=== block 1 ===
Figure 1. Cell area per tile (block 1).
(8 px per um) The die is cut into 9 by 9 equal tiles; black is low, pale yellow is high, 0 to 100% covered.
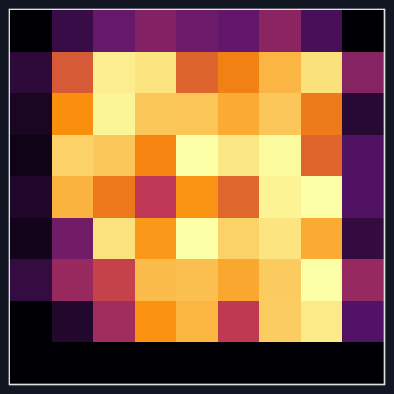

File: src/rtl/n_bit_register_pkg.sv
// Shared defaults for the generic storage register.
// Kept separate so instantiating code can refer to the same widths.
package n_bit_register_pkg;

    localparam int DEFAULT_WIDTH = 16;
    localparam int MIN_WIDTH     = 1;

endpackage

File: src/rtl/n_bit_register.sv
// Parameterised N-bit register with load enable and synchronous reset.
// Positional order out, in, en, clk, reset keeps legacy instances binding.
module n_bit_register
    import n_bit_register_pkg::*;
#(
    parameter int               WIDTH       = DEFAULT_WIDTH,
    parameter logic [WIDTH-1:0] RESET_VALUE = '0
) (
    output logic [WIDTH-1:0] out,
    input  logic [WIDTH-1:0] in,
    input  logic             en,
    input  logic             clk,
    input  logic             reset
);

    generate
        if (WIDTH < MIN_WIDTH) begin : g_bad_width
            $error("n_bit_register: WIDTH must be at least 1");
        end
    endgenerate

    // Storage: reset has priority over load; otherwise hold.
    always_ff @(posedge clk) begin
        if (reset) begin
            out <= RESET_VALUE;
        end else if (en) begin
            out <= in;
        end
    end

`ifndef SYNTHESIS
    logic seen_reset = 1'b0;

    // Remember that the register has been initialised at least once.
    always_ff @(posedge clk) begin
        if (reset) begin
            seen_reset <= 1'b1;
        end
    end

    a_no_x_after_reset : assert property (
        @(posedge clk) seen_reset |-> !$isunknown(out)
    ) else $error("n_bit_register: out is X after reset");

    a_hold_when_idle : assert property (
        @(posedge clk) (seen_reset && !en && !reset) |=> $stable(out)
    ) else $error("n_bit_register: out changed while idle");
`endif

endmodule

File: config.mk
export PLATFORM = sky130hd
export DESIGN_NAME = n_bit_register
export DESIGN_NICKNAME = d
export VERILOG_FILES = /design/src/rtl/n_bit_register_pkg.sv /design/src/rtl/n_bit_register.sv
export SDC_FILE = /design/constraint.sdc
export NUM_CORES = 1
export LEC_CHECK = 0
export ABC_CLOCK_PERIOD_IN_PS = 800
export CAP_MARGIN = 20
export CORE_MARGIN = 3
export CORE_UTILIZATION = 35
export DETAILED_ROUTE_END_ITERATION = 6
export PLACE_DENSITY = 0.83
export SYNTH_ARGS = -nofsm -noshare
export SYNTH_HDL_FRONTEND = slang
export SYNTH_SLANG_ARGS = --single-unit
File: constraint.sdc
create_clock -name clk -period 0.8 [get_ports clk]
set_input_delay 0.08 -clock clk [delete_from_list [all_inputs] [get_ports clk]]
set_output_delay 0.08 -clock clk [all_outputs]
set_load 0.05 [all_outputs]
=== block 2 ===
$ cat src/rtl/alu_issue_ctrl_pkg.sv
// Shared EX-stage definitions: ALU operation codes, major opcodes and the
// issue-controller state encoding.
package alu_issue_ctrl_pkg;

  typedef enum logic [2:0] {
    ALU_AND = 3'b000,
    ALU_OR  = 3'b001,
    ALU_ADD = 3'b010,
    ALU_SUB = 3'b011,
    ALU_SLT = 3'b100
  } alu_op_e;

  localparam logic [3:0] OP_RTYPE = 4'b0000;
  localparam logic [3:0] OP_ADDI  = 4'b0001;
  localparam logic [3:0] OP_ANDI  = 4'b0010;
  localparam logic [3:0] OP_ORI   = 4'b0011;
  localparam logic [3:0] OP_SLTI  = 4'b0100;
  localparam logic [3:0] OP_BEQ   = 4'b0101;
  localparam logic [3:0] OP_BNE   = 4'b0110;
  localparam logic [3:0] OP_LW    = 4'b0111;
  localparam logic [3:0] OP_SW    = 4'b1000;

  typedef enum logic [1:0] {
    ST_IDLE  = 2'b00,
    ST_ISSUE = 2'b01,
    ST_WAIT  = 2'b10,
    ST_DONE  = 2'b11
  } issue_state_e;

endpackage

$ cat src/rtl/alu_issue_ctrl_decode.sv
// alu_op_decode: combinational instruction decode for the ALU issue stage.
// Ports:
//   opcode, funct         - major opcode / R-type function code
//   rs_val, rt_val, imm   - source operands and 8-bit signed immediate
//   alu_a, alu_b, alu_ctrl- operands and ALU code for a legal instruction
//   illegal               - opcode or funct not supported
//   is_beq, is_bne        - branch kind, used to form branch_taken later
module alu_op_decode
  import alu_issue_ctrl_pkg::*;
#(
  parameter int WIDTH = 16
) (
  input  logic [3:0]       opcode,
  input  logic [2:0]       funct,
  input  logic [WIDTH-1:0] rs_val,
  input  logic [WIDTH-1:0] rt_val,
  input  logic [7:0]       imm,
  output logic [WIDTH-1:0] alu_a,
  output logic [WIDTH-1:0] alu_b,
  output logic [2:0]       alu_ctrl,
  output logic             illegal,
  output logic             is_beq,
  output logic             is_bne
);

  logic [WIDTH-1:0] imm_sext;

  assign imm_sext = {{(WIDTH-8){imm[7]}}, imm};
  assign alu_a    = rs_val;

  always_comb begin
    alu_b    = imm_sext;
    alu_ctrl = ALU_ADD;
    illegal  = 1'b0;
    is_beq   = 1'b0;
    is_bne   = 1'b0;
    case (opcode)
      OP_RTYPE: begin
        alu_b    = rt_val;
        alu_ctrl = funct;
        illegal  = (funct > ALU_SLT);
      end
      OP_ADDI, OP_LW, OP_SW: alu_ctrl = ALU_ADD;
      OP_ANDI:               alu_ctrl = ALU_AND;
      OP_ORI:                alu_ctrl = ALU_OR;
      OP_SLTI:               alu_ctrl = ALU_SLT;
      OP_BEQ: begin
        alu_b    = rt_val;
        alu_ctrl = ALU_SUB;
        is_beq   = 1'b1;
      end
      OP_BNE: begin
        alu_b    = rt_val;
        alu_ctrl = ALU_SUB;
        is_bne   = 1'b1;
      end
      default: illegal = 1'b1;
    endcase
  end

endmodule

$ cat src/rtl/alu_issue_ctrl.sv
// alu_issue_ctrl: accepts one instruction, drives operands to an external
// ALU with ALU_LATENCY edges of latency, captures its result and presents
// it on a valid/ready output handshake.
// Ports:
//   clock, reset                   - clock, async active-high reset
//   in_valid/in_ready              - instruction accept handshake
//   opcode, funct, rs_val, rt_val, imm - instruction fields
//   alu_a, alu_b, alu_ctrl         - registered operands/code to the ALU
//   alu_result, alu_zero           - ALU outputs
//   out_valid/out_ready            - result handshake
//   out_result, branch_taken, illegal - result fields, held while out_valid
//
// state | meaning
// IDLE  | ready for an instruction
// ISSUE | operands presented to the ALU for its sample edge
// WAIT  | counting down ALU latency, result captured when counter hits 0
// DONE  | result presented until out_ready
module alu_issue_ctrl
  import alu_issue_ctrl_pkg::*;
#(
  parameter int WIDTH       = 16,
  parameter int ALU_LATENCY = 1
) (
  input  logic             clock,
  input  logic             reset,
  input  logic             in_valid,
  output logic             in_ready,
  input  logic [3:0]       opcode,
  input  logic [2:0]       funct,
  input  logic [WIDTH-1:0] rs_val,
  input  logic [WIDTH-1:0] rt_val,
  input  logic [7:0]       imm,
  output logic [WIDTH-1:0] alu_a,
  output logic [WIDTH-1:0] alu_b,
  output logic [2:0]       alu_ctrl,
  input  logic [WIDTH-1:0] alu_result,
  input  logic             alu_zero,
  output logic             out_valid,
  input  logic             out_ready,
  output logic [WIDTH-1:0] out_result,
  output logic             branch_taken,
  output logic             illegal
);

  localparam int              CNT_W    = 2;
  localparam logic [CNT_W-1:0] CNT_LOAD = CNT_W'(ALU_LATENCY - 1);

  issue_state_e     state_q, state_d;
  logic [CNT_W-1:0] cnt_q;
  logic             beq_q, bne_q;

  logic [WIDTH-1:0] dec_a, dec_b;
  logic [2:0]       dec_ctrl;
  logic             dec_illegal, dec_beq, dec_bne;

  alu_op_decode #(.WIDTH(WIDTH)) u_decode (
    .opcode   (opcode),
    .funct    (funct),
    .rs_val   (rs_val),
    .rt_val   (rt_val),
    .imm      (imm),
    .alu_a    (dec_a),
    .alu_b    (dec_b),
    .alu_ctrl (dec_ctrl),
    .illegal  (dec_illegal),
    .is_beq   (dec_beq),
    .is_bne   (dec_bne)
  );

  always_ff @(posedge clock or posedge reset) begin
    if (reset) state_q <= ST_IDLE;
    else       state_q <= state_d;
  end

  always_comb begin
    state_d   = state_q;
    in_ready  = 1'b0;
    out_valid = 1'b0;
    case (state_q)
      ST_IDLE: begin
        in_ready = 1'b1;
        if (in_valid) state_d = dec_illegal ? ST_DONE : ST_ISSUE;
      end
      ST_ISSUE: state_d = ST_WAIT;
      ST_WAIT:  if (cnt_q == '0) state_d = ST_DONE;
      ST_DONE: begin
        out_valid = 1'b1;
        if (out_ready) state_d = ST_IDLE;
      end
      default: state_d = ST_IDLE;
    endcase
  end

  // ALU operand registers only change on a legal accept, so an illegal
  // instruction never disturbs what the ALU sees.
  always_ff @(posedge clock or posedge reset) begin
    if (reset) begin
      alu_a        <= '0;
      alu_b        <= '0;
      alu_ctrl     <= ALU_AND;
      cnt_q        <= '0;
      beq_q        <= 1'b0;
      bne_q        <= 1'b0;
      out_result   <= '0;
      branch_taken <= 1'b0;
      illegal      <= 1'b0;
    end else begin
      case (state_q)
        ST_IDLE: begin
          if (in_valid) begin
            illegal      <= dec_illegal;
            out_result   <= '0;
            branch_taken <= 1'b0;
            if (!dec_illegal) begin
              alu_a    <= dec_a;
              alu_b    <= dec_b;
              alu_ctrl <= dec_ctrl;
              beq_q    <= dec_beq;
              bne_q    <= dec_bne;
            end
          end
        end
        ST_ISSUE: cnt_q <= CNT_LOAD;
        ST_WAIT: begin
          if (cnt_q == '0) begin
            out_result   <= alu_result;
            branch_taken <= (beq_q & alu_zero) | (bne_q & ~alu_zero);
          end else begin
            cnt_q <= cnt_q - CNT_W'(1);
          end
        end
        default: ;
      endcase
    end
  end

endmodule

$ cat config.mk
export PLATFORM = sky130hd
export DESIGN_NAME = alu_issue_ctrl
export DESIGN_NICKNAME = d
export VERILOG_FILES = /design/src/rtl/alu_issue_ctrl_pkg.sv /design/src/rtl/alu_issue_ctrl_decode.sv /design/src/rtl/alu_issue_ctrl.sv
export SDC_FILE = /design/constraint.sdc
export NUM_CORES = 1
export LEC_CHECK = 0
export CAP_MARGIN = 5
export CORE_MARGIN = 2
export CORE_UTILIZATION = 41
export DETAILED_ROUTE_END_ITERATION = 7
export GPL_TIMING_DRIVEN = 0
export PLACE_DENSITY = 0.77
export SLEW_MARGIN = 10
export SYNTH_ARGS = -nofsm -noshare
export SYNTH_HDL_FRONTEND = slang
export SYNTH_SLANG_ARGS = --single-unit
$ cat constraint.sdc
create_clock -name clock -period 2.7 [get_ports clock]
set_clock_uncertainty 0.1 [all_clocks]
set_input_delay 0.27 -clock clock [delete_from_list [all_inputs] [get_ports clock]]
set_output_delay 0.27 -clock clock [all_outputs]
set_load 0.02 [all_outputs]
=== block 3 ===
<file path="config.mk">
export PLATFORM = sky130hd
export DESIGN_NAME = lcd_line_formatter_flat
export DESIGN_NICKNAME = d
export VERILOG_FILES = /design/src/rtl/lcd_line_formatter_if.sv /design/src/rtl/lcd_line_formatter.sv /design/src/flat_wrapper.sv
export SDC_FILE = /design/constraint.sdc
export NUM_CORES = 1
export LEC_CHECK = 0
export CORE_UTILIZATION = 49
export CTS_CLUSTER_DIAMETER = 80
export DETAILED_ROUTE_END_ITERATION = 6
export PLACE_DENSITY = 0.86
export SYNTH_ARGS = -nofsm -noshare
export SYNTH_HDL_FRONTEND = slang
export SYNTH_SLANG_ARGS = --single-unit
</file>
<file path="constraint.sdc">
create_clock -name Clk -period 2.22 [get_ports Clk]
set_input_delay 0.444 -clock Clk [delete_from_list [all_inputs] [get_ports Clk]]
set_output_delay 0.444 -clock Clk [all_outputs]
set_load 0.01 [all_outputs]
</file>
<file path="src/rtl/lcd_line_formatter_if.sv">
// Request/response bundle between a line producer and the LCD line formatter.
// The master side issues start/value/label; the slave side returns the
// assembled display line plus go/busy/done status.
interface lcd_line_formatter_if;
    logic         start;
    logic [15:0]  value;
    logic [63:0]  label;
    logic [127:0] display;
    logic         go;
    logic         busy;
    logic         done;

    modport master (
        output start,
        output value,
        output label,
        input  display,
        input  go,
        input  busy,
        input  done
    );

    modport slave (
        input  start,
        input  value,
        input  label,
        output display,
        output go,
        output busy,
        output done
    );
endinterface

</file>
<file path="src/rtl/lcd_line_formatter.sv">
// LCD line formatter: converts a 16-bit value to five decimal digits using a
// sequential double-dabble, builds "LABEL   :ddddd  " and holds go high long
// enough for a refresh-gated LCD controller to observe it.
module lcd_line_formatter #(
    parameter int unsigned LEADING_ZEROS = 0,   // 0: blank leading zeros, 1: show all digits
    parameter int unsigned GO_HOLD       = 255  // go high time in cycles, 1..255
) (
    input logic                 Clk,
    input logic                 Rst,
    lcd_line_formatter_if.slave lcd
);
    localparam logic [127:0] BlankLine = {16{8'h20}};

    typedef enum logic [2:0] {
        StIdle,
        StConv,
        StFmt,
        StGo,
        StFin
    } state_t;

    state_t       state;
    logic [15:0]  shift;
    logic [19:0]  bcd;
    logic [19:0]  bcd_adj;
    logic [3:0]   bit_cnt;
    logic [7:0]   hold_cnt;
    logic [63:0]  label_lat;
    logic [127:0] display_reg;
    logic         go_reg;
    logic         busy_reg;
    logic         done_reg;

    logic [127:0] line;
    logic         lead;
    logic [3:0]   digit;

    // Double-dabble add-3 correction applied to every BCD nibble before the shift.
    always_comb begin
        bcd_adj = bcd;
        for (int i = 0; i < 5; i++) begin
            if (bcd[4*i +: 4] >= 4'd5) begin
                bcd_adj[4*i +: 4] = bcd[4*i +: 4] + 4'd3;
            end
        end
    end

    // Assemble the display line from the latched label and finished BCD digits.
    always_comb begin
        line          = BlankLine;
        line[127:64]  = label_lat;
        line[63:56]   = 8'h3A;
        lead          = (LEADING_ZEROS == 0);
        digit         = 4'd0;
        // Digits d4..d0 occupy chars 10..14; d0 is never blanked.
        for (int i = 4; i >= 0; i--) begin
            digit = bcd[4*i +: 4];
            if (lead && (i != 0) && (digit == 4'd0)) begin
                line[23 + 8*i -: 8] = 8'h20;
            end else begin
                line[23 + 8*i -: 8] = {4'h3, digit};
                lead                = 1'b0;
            end
        end
    end

    // Control FSM with registered go/busy/done and display outputs.
    always_ff @(posedge Clk) begin
        if (Rst) begin
            state       <= StIdle;
            shift       <= 16'd0;
            bcd         <= 20'd0;
            bit_cnt     <= 4'd0;
            hold_cnt    <= 8'd0;
            label_lat   <= 64'd0;
            display_reg <= BlankLine;
            go_reg      <= 1'b0;
            busy_reg    <= 1'b0;
            done_reg    <= 1'b0;
        end else begin
            case (state)
                StIdle: begin
                    done_reg <= 1'b0;
                    busy_reg <= 1'b0;
                    if (lcd.start) begin
                        shift     <= lcd.value;
                        label_lat <= lcd.label;
                        bcd       <= 20'd0;
                        bit_cnt   <= 4'd0;
                        busy_reg  <= 1'b1;
                        state     <= StConv;
                    end
                end
                StConv: begin
                    // One bit per cycle, MSB first, through the corrected BCD register.
                    {bcd, shift} <= {bcd_adj, shift} << 1;
                    bit_cnt      <= bit_cnt + 4'd1;
                    if (bit_cnt == 4'd15) begin
                        state <= StFmt;
                    end
                end
                StFmt: begin
                    // Display settles one cycle before go rises.
                    display_reg <= line;
                    hold_cnt    <= 8'd0;
                    state       <= StGo;
                end
                StGo: begin
                    if (hold_cnt == 8'(GO_HOLD)) begin
                        go_reg   <= 1'b0;
                        done_reg <= 1'b1;
                        state    <= StFin;
                    end else begin
                        go_reg   <= 1'b1;
                        hold_cnt <= hold_cnt + 8'd1;
                    end
                end
                StFin: begin
                    done_reg <= 1'b0;
                    busy_reg <= 1'b0;
                    state    <= StIdle;
                end
                default: begin
                    state <= StIdle;
                end
            endcase
        end
    end

    assign lcd.display = display_reg;
    assign lcd.go      = go_reg;
    assign lcd.busy    = busy_reg;
    assign lcd.done    = done_reg;
endmodule

</file>
<file path="src/flat_wrapper.sv">
// flat-port wrapper written by rule: the top's interface ports become plain ports
module lcd_line_formatter_flat 
#(
    parameter int unsigned LEADING_ZEROS = 0,                                                
    parameter int unsigned GO_HOLD       = 255                                   
)
  (Clk, Rst, lcd_start, lcd_value, lcd_label, lcd_display, lcd_go, lcd_busy, lcd_done);
  lcd_line_formatter_if lcd_i ();
  input logic Clk;
  input logic Rst;
  input wire logic [$bits(lcd_i.start)-1:0] lcd_start;
  input wire logic [$bits(lcd_i.value)-1:0] lcd_value;
  input wire logic [$bits(lcd_i.label)-1:0] lcd_label;
  output wire logic [$bits(lcd_i.display)-1:0] lcd_display;
  output wire logic [$bits(lcd_i.go)-1:0] lcd_go;
  output wire logic [$bits(lcd_i.busy)-1:0] lcd_busy;
  output wire logic [$bits(lcd_i.done)-1:0] lcd_done;
  assign lcd_i.start = lcd_start;
  assign lcd_i.value = lcd_value;
  assign lcd_i.label = lcd_label;
  assign lcd_display = lcd_i.display;
  assign lcd_go = lcd_i.go;
  assign lcd_busy = lcd_i.busy;
  assign lcd_done = lcd_i.done;
  lcd_line_formatter #(.LEADING_ZEROS(LEADING_ZEROS), .GO_HOLD(GO_HOLD)) u_core (.Clk(Clk), .Rst(Rst), .lcd(lcd_i));
endmodule
</file>

## Gallery

Signal wires on met2.
panel A
(8 px per um)
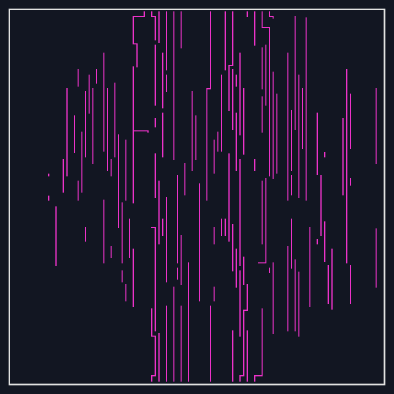
panel B
(4 px per um)
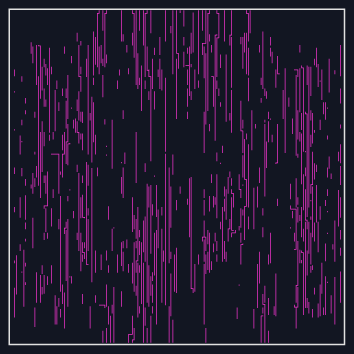
panel C
(3 px per um)
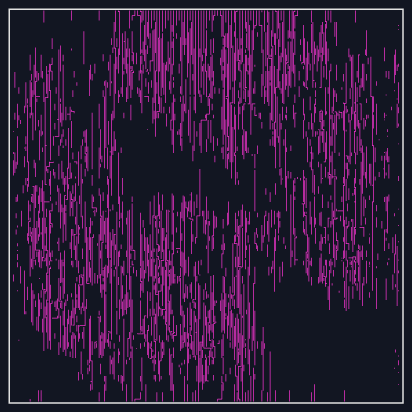
Panel A comes from block 1.
Panel C comes from block 3.
Panel B comes from block 2.
- largest die: panel C
- smallest die: panel A

Key to panel B:
share of all routed wire: 46%
longest straight run: 37.7 um
wire length on this layer: 3,020 um
main direction: vertical

Figure 2. Clock nets (block 3).
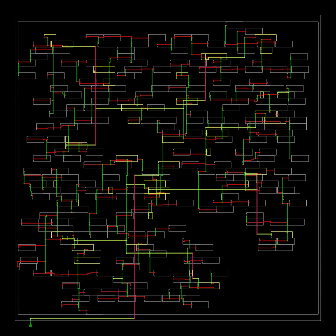
Clock Latency Late Sink: 0.49 ns
Clock Buffer Count: 33

Figure 3. Supply network (block 3).
(3 px per um) Pins as bars on the die edge.
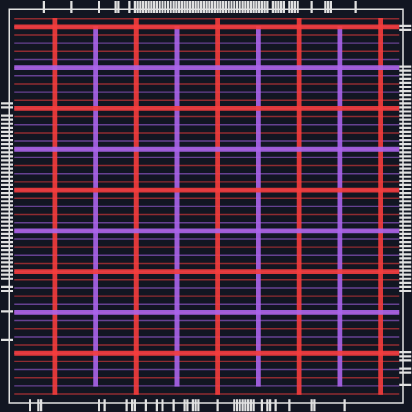
legend:
  VSS:
    color: red
  VDD:
    color: purple
rows: 46
met4 straps: 9
met1 rails: 47
signal pins: 214
met5 straps: 9
peak supply drop: 555 uV
CORE AREA: 16,100 sq um
Chip Width: 131 um

==> impl_metrics.csv, block 3 <==
group,metric,value,unit
global_route,grt_pass1_wl,30800,um
logic_synthesis,yosysMostFrequentCell,"nand2_1",
pwr,power_frac_seq,0.476,
placement,routabilityCongestion,0.790,
worst_hold_path,min_to,"u_core.lcd.display[49]",
sta,min_period,2.08,ns
status,outcome,"completed",
pwr,pwr-share-clk,0.434,
layout,finalInstanceArea,10600,sq um
pwr,power_frac_comb,0.090,
setup_path,end_kind,"register",
global_route,antenna_found_initial,0,
sta,setup_tns,0,ns
layout,drive_gt1_frac,0.0514,
floorplanning,dieArea,17100,sq um
layout,fin_cells,1364,
route,wirelength,19400,um
pwr,switching_share,0.231,
sta,hold_viol,0,
clock_tree,hold_buffers,0,
-- block 3: power groups by stage --
| stage | Combinational [mW] | Clock (mW) | Sequential, mW |
|---|---|---|---|
| 2_1_floorplan | 0.467 | 0 | 3.99 |
| 3_3_place_gp | 0.720 | 0 | 4.00 |
| 3_5_place_dp | 0.733 | 0 | 4.00 |
| 4_1_cts | 0.739 | 3.63 | 3.92 |
| 5_1_grt | 0.814 | 3.78 | 3.94 |
| 6_report | 0.738 | 3.57 | 3.92 |
-- block 3: routing by layer --
| metal | part of all wire | up-vias | track usage |
|---|---|---|---|
| met5 | 0 | - | 0 |
| met4 | 0.016 | 0 | 0.0676 |
| met3 | 0.066 | 25 | 0.0456 |
| met2 | 0.49 | 216 | 0.373 |
| met1 | 0.43 | 3278 | 0.282 |
| li1 | - | 3508 | - |
-- block 3: area by class of cell --
cell class,count,area [sq um],share of cell area
flip-flops and latches,207,4140,0.391
clock inverters,5,50.0,0.00472
well taps,216,270,0.0255
clock buffers,33,663,0.0626
multi-input cells,697,3480,0.328
repair buffers,193,1940,0.183
inverters,13,48.8,0.00460
Figure 4. Supply network (block 1).
(8 px per um) Pins as bars on the die edge.
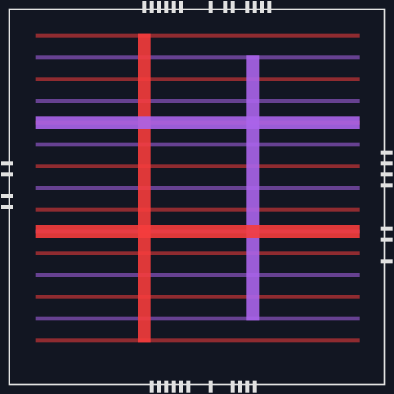
legend:
  VDD:
    color: purple
  VSS:
    color: red
met5 straps: 2
met1 rails: 15
signal pins: 35
rows: 14
met4 straps: 2

About Figure 1:
emptiest ninth of the die: bottom left
tiles over 75% full: 42%
mean over tiles: 53%
densest ninth of the die: middle
nearly empty tiles: 15%
CORE AREA: 1540 sq um
fp util: 0.377

==> impl_metrics.csv, block 1 <==
group,metric,value,unit
clock_tree,ctsHtreeMaxLevel,1,
worst_hold_path,hp-start,"in[9]",
pwr,switching_share,0.283,
sta,setup_viol,16,
logic_synthesis,floorplan.nets,71,
sta,setup_ws,-0.0675,ns
pwr,pwr-share-clk,0.211,
placement,place_area,1120,sq um
route,wirelength,1540,um
clock_tree,hold_buffers,0,
setup_path,crit_path_max_fanout,2,
layout,fin_nets,110,
clock_tree,clk_pin_slew,0.09,ns
status,outcome,"finished, violations left",
status,violations,"negative setup slack",
sta,fmax,1150,MHz
-- block 1: routing by layer --
layer | vias up | wire length (um)
li1 | 244 | -
met1 | 235 | 550
met2 | 17 | 908
met3 | 0 | 84
met4 | 0 | 0
met5 | - | 0
-- block 1: cells in the mapped netlist --
cell     number
buf_1         1
mux2i_1      16
buf_12        1
dfxtp_1      16
buf_6         1
buf_2         1
nor2_1       16
-- block 1: worst max path at each step --
stage	end	slack, ns	cells past startpoint
after floorplan	out[0]	0.08	2
after global placement	out[1]	-0.33	4
after detailed placement	out[4]	-0.36	4
after CTS	out[7]	-0.07	1
after global routing	out[12]	-0.11	1
final	out[12]	-0.07	1
-- block 1: timing repair --
action / 4_1_cts / 5_1_grt
pin swaps: 0 / 0
gates cloned: 1 / 0
gates resized: 1 / 0
endpoints found under the setup margin: 32 / 16
-- block 1: cell type report --
type / count / area (sq um)
timing repair buffer: 38 / 567
fill: 106 / 372
sequential: 16 / 340
tap: 16 / 20.0
clock buffer: 3 / 22.5
multi-input combinational: 32 / 220
-- block 1: kinds of logic after synthesis --
family	count (synthesis)	synth area share
DFF	16	0.552
buffers and inverters	4	0.0690
and+or+nand+nor	16	0.103
muxes	16	0.276
Figure 5. Cell area per tile (block 2).
(4 px per um) The die is cut into 8 by 8 equal tiles; black is low, pale yellow is high, 0 to 100% covered.
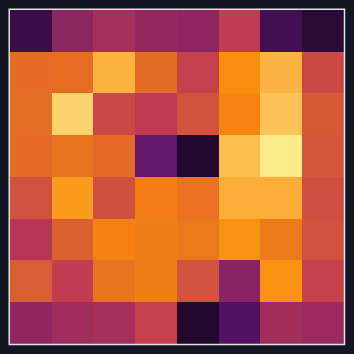
tiles over 75% full: 19%
mean over tiles: 57%
fullest tile: 95%
Final Core Density: 0.678
CORE AREA: 6030 sq um
fp util: 0.430

==> impl_metrics.csv, block 2 <==
group,metric,value,unit
logic_synthesis,top_area_frac,0.570,
placement,dpl.cell_count,452,
pwr,p_seq,1.48,mW
logic_synthesis,yosys_area,2590,sq um
placement,numPortBuffers,119,
pwr,p_clk,786,uW
floorplanning,dieHeight,83.5,um
layout,bufAreaShareNonClock,0.318,
global_route,grt_pass1_wl,11300,um
status,outcome,"completed",
pwr,switching_share,0.377,
setup_path,crit_path_max_fanout,10,
placement,place_area,3890,sq um
route,top_layer_used,"met4",
route,dr.pass1.iters,4,
global_route,antenna_found_initial,0,
logic_synthesis,floorplan.nets,330,
pwr,power_frac_comb,0.490,
sta,setup_viol,0,
flow_run,openroad.warnings,29,
pwr,pwr-share-clk,0.177,
layout,largest_cell_class,"sequential cells",
route,drt-initial-drc-count,50,
logic_synthesis,yosysMostFrequentCell,"nand2_1",
clock_tree,cts_made_buffers,9,
-- block 2: critical path, stage by stage (launching register included) --
cell and delay, ns:
dfrtp_1 0.41, inv_1 0.10, ha_1 0.29, nor2b_1 0.23, or3_1 0.14, clkbuf_1 0.34, clkbuf_1 0.42, o21ai_0 0.16
-- block 2: kinds of logic after synthesis --
kind of cell / share of synthesized area
buffers and inverters: 0.0464
AOI/OAI and AO/OA: 0.158
xor gates and xnor gates: 0.00338
and+or+nand+nor: 0.167
muxes: 0.0314
adders and majority gates: 0.0242
DFF: 0.570
-- block 2: cell usage in the layout (no fill, tap or decap), drive strengths merged, types with 5 or more instances in the layout --
cell / n
a21oi: 13
a22o: 16
buf: 12
clkbuf: 15
clkdlybuf4s50: 119
dfrtp: 59
ha: 5
inv: 8
mux2i: 7
nand2: 74
nor2: 20
o21ai: 14
-- block 2: path summary, 6_finish.rpt --
path,startpoint,end,cells past startpoint
setup / recovery,state_q[0],branch_taken,7
hold / removal,opcode[0],beq_q,2
setup reg to reg,state_q[0],branch_taken,7
hold reg to reg,alu_a[13],alu_a[13],2
max in group asynchronous,reset,alu_ctrl[1],3
min in group asynchronous,reset,out_result[13],2

Power figures rest on the tool's default switching activity, not on a simulated workload.
